# ---- block 1 ----
**Block 1: placement by cell class**

Drawn at 6 px/um. Fill, decap, tap and diode cells in gray.
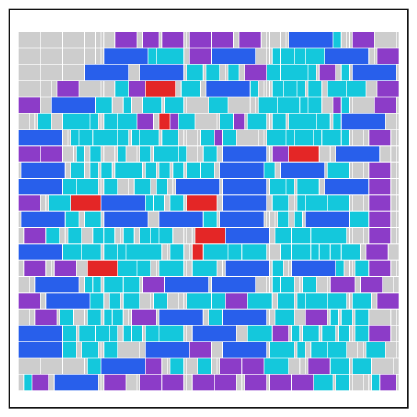
===== src/rtl/sram_bist_pkg.sv =====
// Shared types for the SRAM built-in self-test controller.
package sram_bist_pkg;

  typedef enum logic [2:0] {
    StIdle,
    StWrite,
    StRead,
    StDrain,
    StDone
  } state_e;

  localparam logic [1:0] PAT_ADDR  = 2'd0;
  localparam logic [1:0] PAT_RADDR = 2'd1;
  localparam logic [1:0] PAT_CHK   = 2'd2;
  localparam logic [1:0] PAT_SEED  = 2'd3;

endpackage


===== src/rtl/sram_bist_if.sv =====
// Single-port SRAM bus as seen between the BIST controller and the Gowin_SP macro.
interface sram_bist_if #(
  parameter int unsigned ADDR_W = 4,
  parameter int unsigned DATA_W = 8
) ();

  logic              mem_ce;
  logic              mem_wre;
  logic              mem_oce;
  logic              mem_reset;
  logic [ADDR_W-1:0] mem_ad;
  logic [DATA_W-1:0] mem_din;
  logic [DATA_W-1:0] mem_dout;

  modport master (
    output mem_ce, mem_wre, mem_oce, mem_reset, mem_ad, mem_din,
    input  mem_dout
  );

  modport slave (
    input  mem_ce, mem_wre, mem_oce, mem_reset, mem_ad, mem_din,
    output mem_dout
  );

endinterface


===== src/rtl/sram_bist_patgen.sv =====
// Test pattern generator: maps (pattern, seed, address) to the word written/expected.
module sram_bist_patgen import sram_bist_pkg::*; #(
  parameter int unsigned ADDR_W = 4,
  parameter int unsigned DATA_W = 8
) (
  input  logic [1:0]        pattern_sel,
  input  logic [DATA_W-1:0] seed,
  input  logic [ADDR_W-1:0] addr,
  output logic [DATA_W-1:0] data
);

  localparam int unsigned WideW = (ADDR_W > DATA_W) ? ADDR_W : DATA_W;

  logic [ADDR_W-1:0] raddr;
  logic [WideW-1:0]  addr_wide;
  logic [WideW-1:0]  raddr_wide;
  logic [DATA_W-1:0] chk;

  // DEPTH-1-addr is the bitwise complement over ADDR_W bits.
  assign raddr      = ~addr;
  assign addr_wide  = WideW'(addr);
  assign raddr_wide = WideW'(raddr);

  always_comb begin
    chk = '0;
    for (int i = 0; i < DATA_W; i++) begin
      chk[i] = (((i % 2) == 1) == addr[0]);
    end
  end

  always_comb begin
    data = '0;
    unique case (pattern_sel)
      PAT_ADDR:  data = addr_wide[DATA_W-1:0];
      PAT_RADDR: data = raddr_wide[DATA_W-1:0];
      PAT_CHK:   data = chk;
      PAT_SEED:  data = seed ^ addr_wide[DATA_W-1:0];
    endcase
  end

endmodule


===== src/rtl/sram_bist_ctrl.sv =====
// SRAM BIST initiator: write-then-readback (or readback-only) sweep with pipelined compare.
module sram_bist_ctrl import sram_bist_pkg::*; #(
  parameter int unsigned ADDR_W = 4,
  parameter int unsigned DATA_W = 8
) (
  input  logic              clk,
  input  logic              reset_n,
  input  logic              start,
  input  logic              verify_only,
  input  logic [1:0]        pattern_sel,
  input  logic [DATA_W-1:0] seed,
  output logic              busy,
  output logic              done,
  output logic              pass,
  output logic [ADDR_W:0]   err_count,
  output logic [ADDR_W-1:0] first_err_addr,
  sram_bist_if.master       mem
);

  localparam logic [ADDR_W-1:0] LastAddr = '1;

  state_e            state_q, state_d;
  logic [1:0]        pat_q, pat_d;
  logic [DATA_W-1:0] seed_q, seed_d;
  logic              ce_q, ce_d, wre_q, wre_d;
  logic [ADDR_W-1:0] ad_q, ad_d;
  logic [DATA_W-1:0] din_q, din_d, wdata, exp_data;
  logic              cmp_valid_q, cmp_valid_d;
  logic [ADDR_W-1:0] cmp_addr_q, cmp_addr_d;
  logic              busy_q, busy_d, done_q, done_d, pass_q, pass_d;
  logic [ADDR_W:0]   err_q, err_d;
  logic [ADDR_W-1:0] first_q, first_d;
  logic              mismatch;

  // Write data follows the next-state address so mem_din is registered alongside mem_ad.
  sram_bist_patgen #(.ADDR_W(ADDR_W), .DATA_W(DATA_W)) u_wr_pat (
    .pattern_sel (pat_d),
    .seed        (seed_d),
    .addr        (ad_d),
    .data        (wdata)
  );

  sram_bist_patgen #(.ADDR_W(ADDR_W), .DATA_W(DATA_W)) u_exp_pat (
    .pattern_sel (pat_q),
    .seed        (seed_q),
    .addr        (cmp_addr_q),
    .data        (exp_data)
  );

  always_comb begin
    state_d     = state_q;
    pat_d       = pat_q;
    seed_d      = seed_q;
    ad_d        = ad_q;
    err_d       = err_q;
    first_d     = first_q;
    pass_d      = pass_q;
    // Stage 2 of the read pipeline: the address presented last cycle returns data next cycle.
    cmp_valid_d = (state_q == StRead);
    cmp_addr_d  = ad_q;
    mismatch    = cmp_valid_q && (mem.mem_dout != exp_data);

    if (mismatch) begin
      err_d = err_q + 1'b1;
      if (err_q == '0) begin
        first_d = cmp_addr_q;
      end
    end

    unique case (state_q)
      StIdle, StDone: begin
        if (start) begin
          state_d = verify_only ? StRead : StWrite;
          pat_d   = pattern_sel;
          seed_d  = seed;
          ad_d    = '0;
          err_d   = '0;
          first_d = '0;
          pass_d  = 1'b0;
        end
      end
      StWrite: begin
        if (ad_q == LastAddr) begin
          state_d = StRead;
          ad_d    = '0;
        end else begin
          ad_d = ad_q + 1'b1;
        end
      end
      StRead: begin
        if (ad_q == LastAddr) begin
          state_d = StDrain;
        end else begin
          ad_d = ad_q + 1'b1;
        end
      end
      StDrain: begin
        state_d = StDone;
        pass_d  = (err_d == '0);
      end
      default: state_d = StIdle;
    endcase

    ce_d   = state_d inside {StWrite, StRead};
    wre_d  = (state_d == StWrite);
    busy_d = state_d inside {StWrite, StRead, StDrain};
    done_d = (state_q == StDrain);
  end

  assign din_d = wre_d ? wdata : '0;

  always_ff @(posedge clk) begin
    if (!reset_n) begin
      state_q     <= StIdle;
      pat_q       <= '0;
      seed_q      <= '0;
      ce_q        <= 1'b0;
      wre_q       <= 1'b0;
      ad_q        <= '0;
      din_q       <= '0;
      cmp_valid_q <= 1'b0;
      cmp_addr_q  <= '0;
      busy_q      <= 1'b0;
      done_q      <= 1'b0;
      pass_q      <= 1'b0;
      err_q       <= '0;
      first_q     <= '0;
    end else begin
      state_q     <= state_d;
      pat_q       <= pat_d;
      seed_q      <= seed_d;
      ce_q        <= ce_d;
      wre_q       <= wre_d;
      ad_q        <= ad_d;
      din_q       <= din_d;
      cmp_valid_q <= cmp_valid_d;
      cmp_addr_q  <= cmp_addr_d;
      busy_q      <= busy_d;
      done_q      <= done_d;
      pass_q      <= pass_d;
      err_q       <= err_d;
      first_q     <= first_d;
    end
  end

  assign busy           = busy_q;
  assign done           = done_q;
  assign pass           = pass_q;
  assign err_count      = err_q;
  assign first_err_addr = first_q;

  assign mem.mem_ce    = ce_q;
  assign mem.mem_wre   = wre_q;
  assign mem.mem_oce   = 1'b1;
  assign mem.mem_reset = 1'b0;
  assign mem.mem_ad    = ad_q;
  assign mem.mem_din   = din_q;

endmodule


===== src/flat_wrapper.sv =====
// flat-port wrapper written by rule: the top's interface ports become plain ports
module sram_bist_ctrl_flat import sram_bist_pkg::*;
#(
  parameter int unsigned ADDR_W = 4,
  parameter int unsigned DATA_W = 8
)
  (clk, reset_n, start, verify_only, pattern_sel, seed, busy, done, pass, err_count, first_err_addr, mem_mem_ce, mem_mem_wre, mem_mem_oce, mem_mem_reset, mem_mem_ad, mem_mem_din, mem_mem_dout);
  sram_bist_if #(.ADDR_W(ADDR_W), .DATA_W(DATA_W)) mem_i ();
  input  logic clk;
  input  logic reset_n;
  input  logic start;
  input  logic verify_only;
  input  logic [1:0] pattern_sel;
  input  logic [DATA_W-1:0] seed;
  output logic busy;
  output logic done;
  output logic pass;
  output logic [ADDR_W:0] err_count;
  output logic [ADDR_W-1:0] first_err_addr;
  output wire logic [$bits(mem_i.mem_ce)-1:0] mem_mem_ce;
  output wire logic [$bits(mem_i.mem_wre)-1:0] mem_mem_wre;
  output wire logic [$bits(mem_i.mem_oce)-1:0] mem_mem_oce;
  output wire logic [$bits(mem_i.mem_reset)-1:0] mem_mem_reset;
  output wire logic [$bits(mem_i.mem_ad)-1:0] mem_mem_ad;
  output wire logic [$bits(mem_i.mem_din)-1:0] mem_mem_din;
  input wire logic [$bits(mem_i.mem_dout)-1:0] mem_mem_dout;
  assign mem_mem_ce = mem_i.mem_ce;
  assign mem_mem_wre = mem_i.mem_wre;
  assign mem_mem_oce = mem_i.mem_oce;
  assign mem_mem_reset = mem_i.mem_reset;
  assign mem_mem_ad = mem_i.mem_ad;
  assign mem_mem_din = mem_i.mem_din;
  assign mem_i.mem_dout = mem_mem_dout;
  sram_bist_ctrl #(.ADDR_W(ADDR_W), .DATA_W(DATA_W)) u_core (.clk(clk), .reset_n(reset_n), .start(start), .verify_only(verify_only), .pattern_sel(pattern_sel), .seed(seed), .busy(busy), .done(done), .pass(pass), .err_count(err_count), .first_err_addr(first_err_addr), .mem(mem_i));
endmodule

===== config.mk =====
export PLATFORM = sky130hd
export DESIGN_NAME = sram_bist_ctrl_flat
export DESIGN_NICKNAME = d
export VERILOG_FILES = /design/src/rtl/sram_bist_pkg.sv /design/src/rtl/sram_bist_if.sv /design/src/rtl/sram_bist_patgen.sv /design/src/rtl/sram_bist_ctrl.sv /design/src/flat_wrapper.sv
export SDC_FILE = /design/constraint.sdc
export NUM_CORES = 1
export LEC_CHECK = 0
export CAP_MARGIN = 15
export CORE_UTILIZATION = 56
export CTS_BUF_LIST = sky130_fd_sc_hd__clkbuf_8
export DETAILED_ROUTE_END_ITERATION = 12
export GPL_TIMING_DRIVEN = 0
export PLACE_DENSITY_LB_ADDON = 0.25
export RECOVER_POWER = 50
export SLEW_MARGIN = 20
export SYNTH_ARGS = -nofsm -noshare
export SYNTH_HDL_FRONTEND = slang
export SYNTH_HIERARCHICAL = 1
export SYNTH_SLANG_ARGS = --single-unit

===== constraint.sdc =====
create_clock -name clk -period 4.06 [get_ports clk]
set_input_delay 0.812 -clock clk [delete_from_list [all_inputs] [get_ports clk]]
set_output_delay 0.812 -clock clk [all_outputs]
set_load 0.02 [all_outputs]

==> notes.md <==
Main metrics from the flow reports.

The worst hold slack came out at between 0.5 and 0.6 ns. The inverter count of the layout excluding clock inverters came out at 5. The worst slew margin relative to its limit came out at 38.71%. The reg-to-reg endpoint is u_core/mem.mem_din[2]. The count of plain and timing-repair buffers came out at just over 60. The top achievable clock speed came out at 295.1 MHz. Yosys mapped a number of flops with a built-in enable equal to 0. The worst setup path is launched from an input port. Summed over all cells, the static leakage comes to between 1 and 1.5 nW. The flow ran to the end, and the final reports show no timing, DRC or antenna violations.

The area growth from synthesis to final layout came out at 26.53%. The global-route met3 utilization came out at about 5.7%. On the critical path the data arrives at 3.58 ns. Buffers added to address setup during post-CTS repair amount to 0. The worst-case setup margin in the final layout is 0.6713 ns. The DRC violation count after routing came out at 0. The total wire length after detailed routing came out at 4.944 mm. Setup slack on the worst reg-to-reg path comes out at 1.22 ns. The minimum clock period after layout came out at 3.389 ns. Entering global routing, the biggest net connects 14 pins. The post-route clock period utilization came out at 83.47%. Among all stages on the critical path, the largest delay is contributed by nor3b_1.

The routed layout has ~1900 vias. The initial core utilization is about three fifths. The vertical die size is ~66 um.

Global routing used 42.47% of the available met2 tracks. The combinational share of power came out at approximately 22%. In this run the core area contains 22 standard-cell rows. The number of library cell types mapped by synthesis came out at 47. The areal power density over the cells came out at 328.6 nW/um^2. The total clock sinks is 44.

The number of cells upsized or downsized after cts is 0. The slew at the pin closest to its max-slew limit is 0.9174 ns. The maximum clock skew at final layout is 0.005696 ns.

The layer with the highest usage is met2. Along the worst path, the maximum fanout reaches 10. The timing report notes that buffer and inverter cells on the critical path total 3. The register share of the cell area is a little under a third. The cell-mix breakdown from Yosys lists the compound-gate area share as 10.58%. The average footprint of a synthesized cell is 9.151 um^2. The share of synthesized area occupied by flip-flops and latches is about two fifths. Leaving out fill and tap cells, the most frequent cells in the layout are dfxtp_1, clkdlybuf4s50_1, and2_1.

Non-clock buffers make up around a fifth of the layout cell area. In the final timing run, aggregate negative setup slack is 0 ns. The adder-cell area share of the yosys netlist is 2.170%.

Per STA, the worst path is made up of clkdlybuf4s50_1 -> nor3b_1 -> buf_4 -> mux2_1 -> buf_6 -> xor2_1 -> mux2i_1 -> nor2_1 -> and2_1. The CTS tree is built. The logic area is 1289 um^2.

The fraction of cell area in multi-input combinational cells is reported as 44.17%. The number of antenna violations at the first check in global routing is 0.
About 'placement by cell class' of block 1:
cyan -> all other logic  # cells 193
blue -> flip-flops  # cells 44
red -> clock drivers and dummy loads  # cells 8
purple -> other buffers and delay cells  # cells 62


# ---- block 2 ----
**Block 2: track usage over the die**

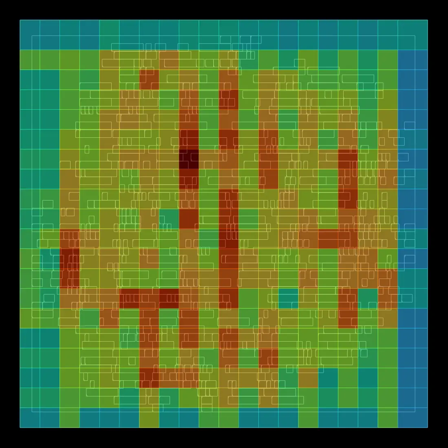
**Block 2: placement by cell class**

Drawn at 3 px/um. Fill, decap, tap and diode cells in gray.
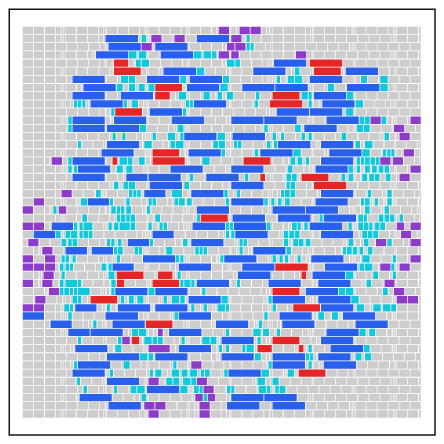
===== src/rtl/tpu_pkg.sv =====
// Shared constants for the systolic-array datapath blocks.
// Holds default widths, operand-store address map and operand select encodings.
package tpu_pkg;

    localparam int DEFAULT_DATA_W = 8;
    localparam int DEFAULT_ADDR_W = 3;

    // Operand store address map: weights first, then activations, both row-major
    localparam logic [2:0] ADDR_W0 = 3'd0;
    localparam logic [2:0] ADDR_W1 = 3'd1;
    localparam logic [2:0] ADDR_W2 = 3'd2;
    localparam logic [2:0] ADDR_W3 = 3'd3;
    localparam logic [2:0] ADDR_X0 = 3'd4;
    localparam logic [2:0] ADDR_X1 = 3'd5;
    localparam logic [2:0] ADDR_X2 = 3'd6;
    localparam logic [2:0] ADDR_X3 = 3'd7;

    // Per-cycle operand select encodings; 3 behaves like SEL_ZERO
    localparam logic [1:0] SEL_0    = 2'd0;
    localparam logic [1:0] SEL_1    = 2'd1;
    localparam logic [1:0] SEL_ZERO = 2'd2;

endpackage


===== src/rtl/operand_mux.sv =====
// Select/transpose network for one operand pair of the systolic array.
// out0 picks e0/e1 (e1 swaps to e2 under transpose), out1 picks e2/e3
// (e2 swaps to e1 under transpose). Everything reads zero while en is low.
module operand_mux
    import tpu_pkg::*;
#(
    parameter int DATA_W = DEFAULT_DATA_W
) (
    input  logic              en,
    input  logic              transpose,
    input  logic [1:0]        sel0,
    input  logic [1:0]        sel1,
    input  logic [DATA_W-1:0] e0,
    input  logic [DATA_W-1:0] e1,
    input  logic [DATA_W-1:0] e2,
    input  logic [DATA_W-1:0] e3,
    output logic [DATA_W-1:0] out0,
    output logic [DATA_W-1:0] out1
);

    // Pure select network; transpose only swaps the off-diagonal elements
    always_comb begin
        out0 = '0;
        out1 = '0;
        if (en) begin
            case (sel0)
                SEL_0:    out0 = e0;
                SEL_1:    out0 = transpose ? e2 : e1;
                SEL_ZERO: out0 = '0;
                default:  out0 = '0;
            endcase
            case (sel1)
                SEL_0:    out1 = transpose ? e1 : e2;
                SEL_1:    out1 = e3;
                SEL_ZERO: out1 = '0;
                default:  out1 = '0;
            endcase
        end
    end

endmodule


===== src/rtl/operand_buffer.sv =====
// Double-buffered operand store feeding the 2x2 systolic array.
// The host fills the shadow bank byte by byte; a write to the last address
// closes the set, and the bank swap waits for a matrix boundary (clear) or
// happens at once when nothing has been committed yet.
module operand_buffer
    import tpu_pkg::*;
#(
    parameter int DATA_W = DEFAULT_DATA_W,
    parameter int ADDR_W = DEFAULT_ADDR_W
) (
    input  logic                     clk,
    input  logic                     rst,
    input  logic                     load_en,
    input  logic [ADDR_W-1:0]        mem_addr,
    input  logic [DATA_W-1:0]        host_indata,
    input  logic                     clear,
    input  logic                     transpose,
    input  logic [1:0]               a0_sel,
    input  logic [1:0]               a1_sel,
    input  logic [1:0]               b0_sel,
    input  logic [1:0]               b1_sel,
    output logic signed [DATA_W-1:0] a0,
    output logic signed [DATA_W-1:0] a1,
    output logic signed [DATA_W-1:0] b0,
    output logic signed [DATA_W-1:0] b1,
    output logic                     compute_valid,
    output logic                     swap_pulse,
    output logic                     fill_bank,
    output logic                     load_err
);

    localparam int DEPTH = 1 << ADDR_W;
    localparam logic [DEPTH-1:0] CLOSE_BIT = {1'b1, {(DEPTH-1){1'b0}}};

    logic [DATA_W-1:0] bank [2][DEPTH];
    logic [DEPTH-1:0]  mask;
    logic              pending;
    logic              commit_bank;
    logic              commit_now;
    logic              close_ok;
    logic              is_close;

    // A closed set swaps in at a matrix boundary, or immediately if the array is idle
    assign commit_now = pending && (clear || !compute_valid);
    assign close_ok   = &(mask | CLOSE_BIT);
    assign is_close   = (mem_addr == ADDR_W'(ADDR_X3));

    // Bank storage, fill mask, pending flag, commit and sticky error
    always_ff @(posedge clk) begin
        if (rst) begin
            for (int b = 0; b < 2; b++) begin
                for (int i = 0; i < DEPTH; i++) begin
                    bank[b][i] <= '0;
                end
            end
            mask          <= '0;
            pending       <= 1'b0;
            commit_bank   <= 1'b0;
            fill_bank     <= 1'b0;
            compute_valid <= 1'b0;
            swap_pulse    <= 1'b0;
            load_err      <= 1'b0;
        end else begin
            swap_pulse <= 1'b0;
            if (load_en) begin
                if (pending) begin
                    load_err <= 1'b1;
                end else begin
                    bank[fill_bank][mem_addr] <= host_indata;
                    if (is_close) begin
                        mask <= '0;
                        if (close_ok) begin
                            pending <= 1'b1;
                        end else begin
                            load_err <= 1'b1;
                        end
                    end else begin
                        mask[mem_addr] <= 1'b1;
                    end
                end
            end
            if (commit_now) begin
                commit_bank   <= fill_bank;
                fill_bank     <= ~fill_bank;
                pending       <= 1'b0;
                compute_valid <= 1'b1;
                swap_pulse    <= 1'b1;
            end
        end
    end

    // Weight side: a0 from W0/W1, a1 from W2/W3, never transposed
    operand_mux #(.DATA_W(DATA_W)) u_a_mux (
        .en        (compute_valid),
        .transpose (1'b0),
        .sel0      (a0_sel),
        .sel1      (a1_sel),
        .e0        (bank[commit_bank][ADDR_W0]),
        .e1        (bank[commit_bank][ADDR_W1]),
        .e2        (bank[commit_bank][ADDR_W2]),
        .e3        (bank[commit_bank][ADDR_W3]),
        .out0      (a0),
        .out1      (a1)
    );

    // Activation side: b0 from X0/X1, b1 from X2/X3, transpose swaps X1 and X2
    operand_mux #(.DATA_W(DATA_W)) u_b_mux (
        .en        (compute_valid),
        .transpose (transpose),
        .sel0      (b0_sel),
        .sel1      (b1_sel),
        .e0        (bank[commit_bank][ADDR_X0]),
        .e1        (bank[commit_bank][ADDR_X1]),
        .e2        (bank[commit_bank][ADDR_X2]),
        .e3        (bank[commit_bank][ADDR_X3]),
        .out0      (b0),
        .out1      (b1)
    );

endmodule


===== config.mk =====
export PLATFORM = sky130hd
export DESIGN_NAME = operand_buffer
export DESIGN_NICKNAME = d
export VERILOG_FILES = /design/src/rtl/tpu_pkg.sv /design/src/rtl/operand_mux.sv /design/src/rtl/operand_buffer.sv
export SDC_FILE = /design/constraint.sdc
export NUM_CORES = 1
export LEC_CHECK = 0
export ABC_AREA = 1
export CAP_MARGIN = 20
export CORE_MARGIN = 4
export CORE_UTILIZATION = 35
export CTS_CLUSTER_DIAMETER = 100
export DETAILED_ROUTE_END_ITERATION = 16
export GPL_ROUTABILITY_DRIVEN = 0
export PLACE_DENSITY_LB_ADDON = 0.12
export SYNTH_ARGS = -nofsm -noshare
export SYNTH_HDL_FRONTEND = slang
export SYNTH_SLANG_ARGS = --single-unit

===== constraint.sdc =====
create_clock -name clk -period 6.7 [get_ports clk]
set_clock_uncertainty 0.2 [all_clocks]
set_input_delay 2.01 -clock clk [delete_from_list [all_inputs] [get_ports clk]]
set_output_delay 2.01 -clock clk [all_outputs]
set_load 0.03 [all_outputs]

==> notes.md <==
Main metrics from the flow reports.

The run finished with clean final reports. The sum of routed wire segments on met1 is 7.965 mm. The sequential group power is 1.02 mW. The later pin in the worst-skew pair is clocked with a latency of 0.42 ns. The critical path crosses 5 cells after its start point.

The layout cell share with drive strength beyond 1 is around 16%. In this run switching power makes up 20.02% of total power. In the final layout, the fill cell count is 1575. The number of global-route vias before repair came out at roughly 4400. The largest individual stage delay along the critical path comes from the cell clkdlybuf4s50_1. The flow reports an fmax of 159.1 MHz. The adder-cell area share of the yosys netlist is 0%. The layout multi-input combinational cell count came out at 369. Each instance of the synthesized netlist takes up on average 11.03 um^2. The CTS H-tree depth is 4. The tap cell count is around 230. Measured against its own limit, the worst slew margin works out to a little over a third. The largest buffer count on any clock path came out at 2. The register share of total power came out at 46.8%. Measured on the final layout, the clock distribution area share stands at 8.620%. The net load switching power came out at 436.4 uW.

The final sum of negative setup slack is 0 ns. The met1 global-route usage came out at 24.52%. The total internal power came out at 1.743 mW. The first-pass GRT wire length is between 20 and 30 mm. The worst hold slack is 0.2603 ns.

The post-synthesis simple-gate area fraction is 20.15%. The worst hold path stage count came out at 2. Per report_power, the clock group accounts for between 40 and 50% of the total. The setup check on the worst reg-to-reg path leaves a slack of 4.41 ns. The clock transition at the register clock pins on the worst setup and hold paths after CTS is 0.06 ns. The data arrival time reported for the critical path is 4.07 ns. The data required time of the worst path is 4.49 ns. The aoi/oai-family share of the synthesized area came out at 9.855%. The global-route met3 utilization came out at under 10%. Setup repair after global routing left no endpoint under its margin.

Across the run, the number of max-cap violations was 0. The vertical die size is 141.5 um. The placed cell count came out at between 800 and 900. The first detailed-routing pass ran for 7 iterations. The width of the die is approximately 140 um. Per the post-synthesis report, the nets total 589. The combined global-route utilization of all metal layers is 17.81%. The critical path maximum fanout is 8. The total count of hold-check failures in the final report is 0. The clock period could shrink to roughly 6.3 ns.
About 'track usage over the die' of block 2:
met2 layer usage reported by global route: 27.61%
final standard cell utilization of the core: 44.49%

About 'placement by cell class' of block 2:
red -> clock drivers and dummy loads  # cells 32
purple -> other buffers and delay cells  # cells 68
blue -> flip-flops  # cells 142
cyan -> all other logic  # cells 399


# ---- block 3 ----
**Block 3: cells by drive strength**

Drawn at 6 px/um.
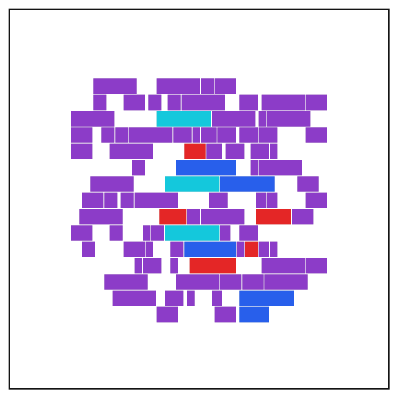
**Block 3: the metal 3 layer**

Drawn at 8 px/um.
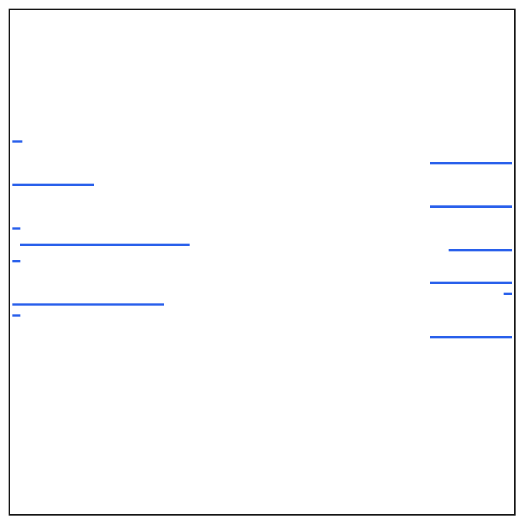
**Block 3: selected gate families**

Drawn at 6 px/um.
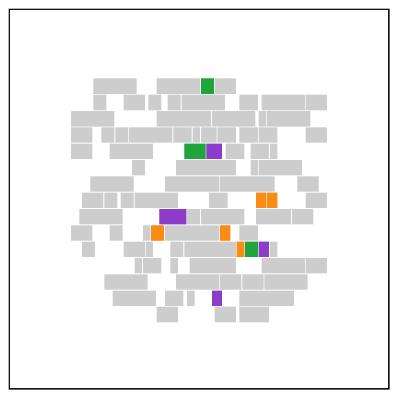
===== src/rtl/gray_wptr_full_if.sv =====
// Write-side pointer/flag bundle of the async FIFO. The master drives write requests
// and the read-domain Gray pointer. The slave (gray_wptr_full) returns the address, the pointer and the flags.
interface gray_wptr_full_if #(
    parameter int ASIZE = 4
);
    logic             winc;
    logic [ASIZE:0]   rq_gray;
    logic [ASIZE-1:0] waddr;
    logic [ASIZE:0]   wptr_gray;
    logic             wfull;
    logic             wovf;
`ifdef WAFULL_EN
    logic             wafull;
`endif

    modport master (
        output winc,
        output rq_gray,
        input  waddr,
        input  wptr_gray,
        input  wfull,
`ifdef WAFULL_EN
        input  wafull,
`endif
        input  wovf
    );

    modport slave (
        input  winc,
        input  rq_gray,
        output waddr,
        output wptr_gray,
        output wfull,
`ifdef WAFULL_EN
        output wafull,
`endif
        output wovf
    );
endinterface


===== src/rtl/gray_wptr_full.sv =====
// Async FIFO write-side pointer block: binary/Gray write pointer, rq_gray synchroniser, full/overflow flags.
// Optional almost-full flag is built when macro WAFULL_EN is defined.
module gray_wptr_full #(
    parameter int ASIZE        = 4,
    parameter int SYNC_STAGES  = 2,
    parameter int AFULL_THRESH = 2
) (
    input  logic            clk,
    input  logic            rst,
    gray_wptr_full_if.slave bus
);
    if (ASIZE < 2 || SYNC_STAGES < 2 || AFULL_THRESH < 0) begin : g_param_check
        $error("gray_wptr_full: illegal parameter combination");
    end

    function automatic logic [ASIZE:0] bin2gray(input logic [ASIZE:0] b);
        return b ^ (b >> 1);
    endfunction

    logic [ASIZE:0] wbin_r;
    logic [ASIZE:0] wgray_r;
    logic [ASIZE:0] sync_r [SYNC_STAGES];
    logic           wfull_r;
    logic           wovf_r;

    logic           accept_s;
    logic [ASIZE:0] wbin_next_s;
    logic [ASIZE:0] wgray_next_s;
    logic [ASIZE:0] rq_sync_s;
    logic [ASIZE:0] full_cmp_s;

    // Next pointer and the Gray pattern the write pointer has when it is one lap ahead of the read pointer
    always_comb begin
        accept_s     = bus.winc & ~wfull_r;
        wbin_next_s  = wbin_r + {{ASIZE{1'b0}}, accept_s};
        wgray_next_s = bin2gray(wbin_next_s);
        rq_sync_s    = sync_r[SYNC_STAGES-1];
        full_cmp_s   = {~rq_sync_s[ASIZE:ASIZE-1], rq_sync_s[ASIZE-2:0]};
    end

    // Pointer, full flag and sticky overflow registers
    always_ff @(posedge clk) begin
        if (rst) begin
            wbin_r  <= {(ASIZE+1){1'b0}};
            wgray_r <= {(ASIZE+1){1'b0}};
            wfull_r <= 1'b0;
            wovf_r  <= 1'b0;
        end else begin
            wbin_r  <= wbin_next_s;
            wgray_r <= wgray_next_s;
            wfull_r <= (wgray_next_s == full_cmp_s);
            wovf_r  <= wovf_r | (bus.winc & wfull_r);
        end
    end

    // Multi-flop synchroniser for the read-domain Gray pointer
    always_ff @(posedge clk) begin
        if (rst) begin
            for (int i = 0; i < SYNC_STAGES; i++) begin
                sync_r[i] <= {(ASIZE+1){1'b0}};
            end
        end else begin
            sync_r[0] <= bus.rq_gray;
            for (int i = 1; i < SYNC_STAGES; i++) begin
                sync_r[i] <= sync_r[i-1];
            end
        end
    end

    assign bus.waddr     = wbin_r[ASIZE-1:0];
    assign bus.wptr_gray = wgray_r;
    assign bus.wfull     = wfull_r;
    assign bus.wovf      = wovf_r;

`ifdef WAFULL_EN
    localparam logic [ASIZE:0] AFULL_LVL = (ASIZE+1)'((2 ** ASIZE) - AFULL_THRESH);

    function automatic logic [ASIZE:0] gray2bin(input logic [ASIZE:0] g);
        logic [ASIZE:0] b;
        b[ASIZE] = g[ASIZE];
        for (int i = ASIZE - 1; i >= 0; i--) begin
            b[i] = b[i+1] ^ g[i];
        end
        return b;
    endfunction

    logic [ASIZE:0] rbin_s;
    logic [ASIZE:0] fill_s;
    logic           wafull_r;

    // Occupancy is computed against the stale synchronised read pointer, so it can only overestimate
    always_comb begin
        rbin_s = gray2bin(rq_sync_s);
        fill_s = wbin_next_s - rbin_s;
    end

    // Registered almost-full flag
    always_ff @(posedge clk) begin
        if (rst) begin
            wafull_r <= 1'b0;
        end else begin
            wafull_r <= (fill_s >= AFULL_LVL);
        end
    end

    assign bus.wafull = wafull_r;
`endif
endmodule


===== src/flat_wrapper.sv =====
// flat-port wrapper written by rule: the top's interface ports become plain ports
module gray_wptr_full_flat 
#(
    parameter int ASIZE        = 4,
    parameter int SYNC_STAGES  = 2,
    parameter int AFULL_THRESH = 2
)
  (clk, rst, bus_winc, bus_rq_gray, bus_waddr, bus_wptr_gray, bus_wfull, bus_wovf);
  gray_wptr_full_if #(.ASIZE(ASIZE)) bus_i ();
  input  logic clk;
  input  logic rst;
  input wire logic [$bits(bus_i.winc)-1:0] bus_winc;
  input wire logic [$bits(bus_i.rq_gray)-1:0] bus_rq_gray;
  output wire logic [$bits(bus_i.waddr)-1:0] bus_waddr;
  output wire logic [$bits(bus_i.wptr_gray)-1:0] bus_wptr_gray;
  output wire logic [$bits(bus_i.wfull)-1:0] bus_wfull;
  output wire logic [$bits(bus_i.wovf)-1:0] bus_wovf;
  assign bus_i.winc = bus_winc;
  assign bus_i.rq_gray = bus_rq_gray;
  assign bus_waddr = bus_i.waddr;
  assign bus_wptr_gray = bus_i.wptr_gray;
  assign bus_wfull = bus_i.wfull;
  assign bus_wovf = bus_i.wovf;
  gray_wptr_full #(.ASIZE(ASIZE), .SYNC_STAGES(SYNC_STAGES), .AFULL_THRESH(AFULL_THRESH)) u_core (.clk(clk), .rst(rst), .bus(bus_i));
endmodule

===== config.mk =====
export PLATFORM = sky130hd
export DESIGN_NAME = gray_wptr_full_flat
export DESIGN_NICKNAME = d
export VERILOG_FILES = /design/src/rtl/gray_wptr_full_if.sv /design/src/rtl/gray_wptr_full.sv /design/src/flat_wrapper.sv
export SDC_FILE = /design/constraint.sdc
export NUM_CORES = 1
export LEC_CHECK = 0
export ABC_CLOCK_PERIOD_IN_PS = 1800
export CAP_MARGIN = 5
export CORE_MARGIN = 10
export CORE_UTILIZATION = 41
export CTS_BUF_LIST = sky130_fd_sc_hd__clkbuf_16
export DETAILED_ROUTE_END_ITERATION = 12
export GPL_ROUTABILITY_DRIVEN = 0
export GPL_TIMING_DRIVEN = 0
export PLACE_DENSITY_LB_ADDON = 0.3
export SLEW_MARGIN = 20
export SYNTH_ARGS = -nofsm -noshare
export SYNTH_HDL_FRONTEND = slang
export SYNTH_SLANG_ARGS = --single-unit

===== constraint.sdc =====
create_clock -name clk -period 1.8 [get_ports clk]
set_input_delay 0.27 -clock clk [delete_from_list [all_inputs] [get_ports clk]]
set_output_delay 0.27 -clock clk [all_outputs]
set_load 0.02 [all_outputs]

==> notes.md <==
Main metrics from the flow reports.

Leaving out fill and tap cells, the most frequent cells in the layout are dfxtp_1, clkdlybuf4s50_1, nor2b_1. In the final design, more cell area goes to sequential cells than to any other class. The average footprint of a synthesized cell is 10.83 um^2. The starting DRC count in detailed routing is 0. The CTS H-tree depth came out at 1.

Including well taps, the total number of placed cells is 113. The power report shows net switching accounting for 20.39% of the total. The floorplan die area is 3970 um^2. The endpoint of the worst hold path is reported as u_core.bus.wovf. The utilization after layout came out at approximately 63%. Yosys attributes the largest share of cell area to dfxtp_1, nor2b_1, xnor2_1, xor2_1, nor2_1. The maximum cell stage delay along the critical path came out at ~0.35 ns. Summed over all failing endpoints, the final setup total negative slack is -0.09308 ns.

The count of endpoints failing setup in the final report is 1. The startpoint identified for the worst hold timing path is bus_winc. The detailed-route vias per instance came out at 4.427. The total leakage power is 0.4085 nW. The post-CTS setup buffer count came out at 0. The total wire length after detailed routing is 1.373 mm. The register-to-register setup slack came out at -0.09 ns.

The count of plain and timing-repair buffers is 20. The logic area came out at 381.6 um^2. The flow ran to the end, but the final reports show violations. TritonCTS built the clock tree. The HPWL after detailed placement came out at 983.4 um. The final reports fail on setup timing.

In this run the critical path is formed by nor2b_4 -> ha_4 -> ha_4 -> xnor2_4 -> or3_1 -> a211o_1 -> a211oi_2. The iteration count of the initial detailed-routing pass is 1. The sum of internal, switching and leakage power came out at 1.086 mW. The data required time of the worst path came out at 1.96 ns.

The setup path with the least slack is of type reg2reg. The largest part of the power goes to sequential cells. Checking hold timing, the worst path is listed with class in2reg. The worst-case setup margin in the final layout is -0.09308 ns. The xor and xnor area share after synthesis came out at 13.70%.
About 'cells by drive strength' of block 3:
red -> drive 2  # cells 5
blue -> drive 3 to 4  # cells 5, most used ha_4
purple -> drive 1 or less  # cells 79, most used dfxtp_1
cyan -> drive 6 and up  # cells 3, most used clkbuf_16

About 'the metal 3 layer' of block 3:
wire length on this layer = 101 um
share of all routed wire = 7.3%
longest straight run = 20.9 um
nets with wire on the layer = 12

About 'selected gate families' of block 3:
purple -> inverting AOI/OAI gates  # cells 4, most used a21oi_1
orange -> NAND gates  # cells 5, most used nand3_1, where middle
green -> AND and OR gates  # cells 3


Power is estimated from default activity; no workload was simulated.
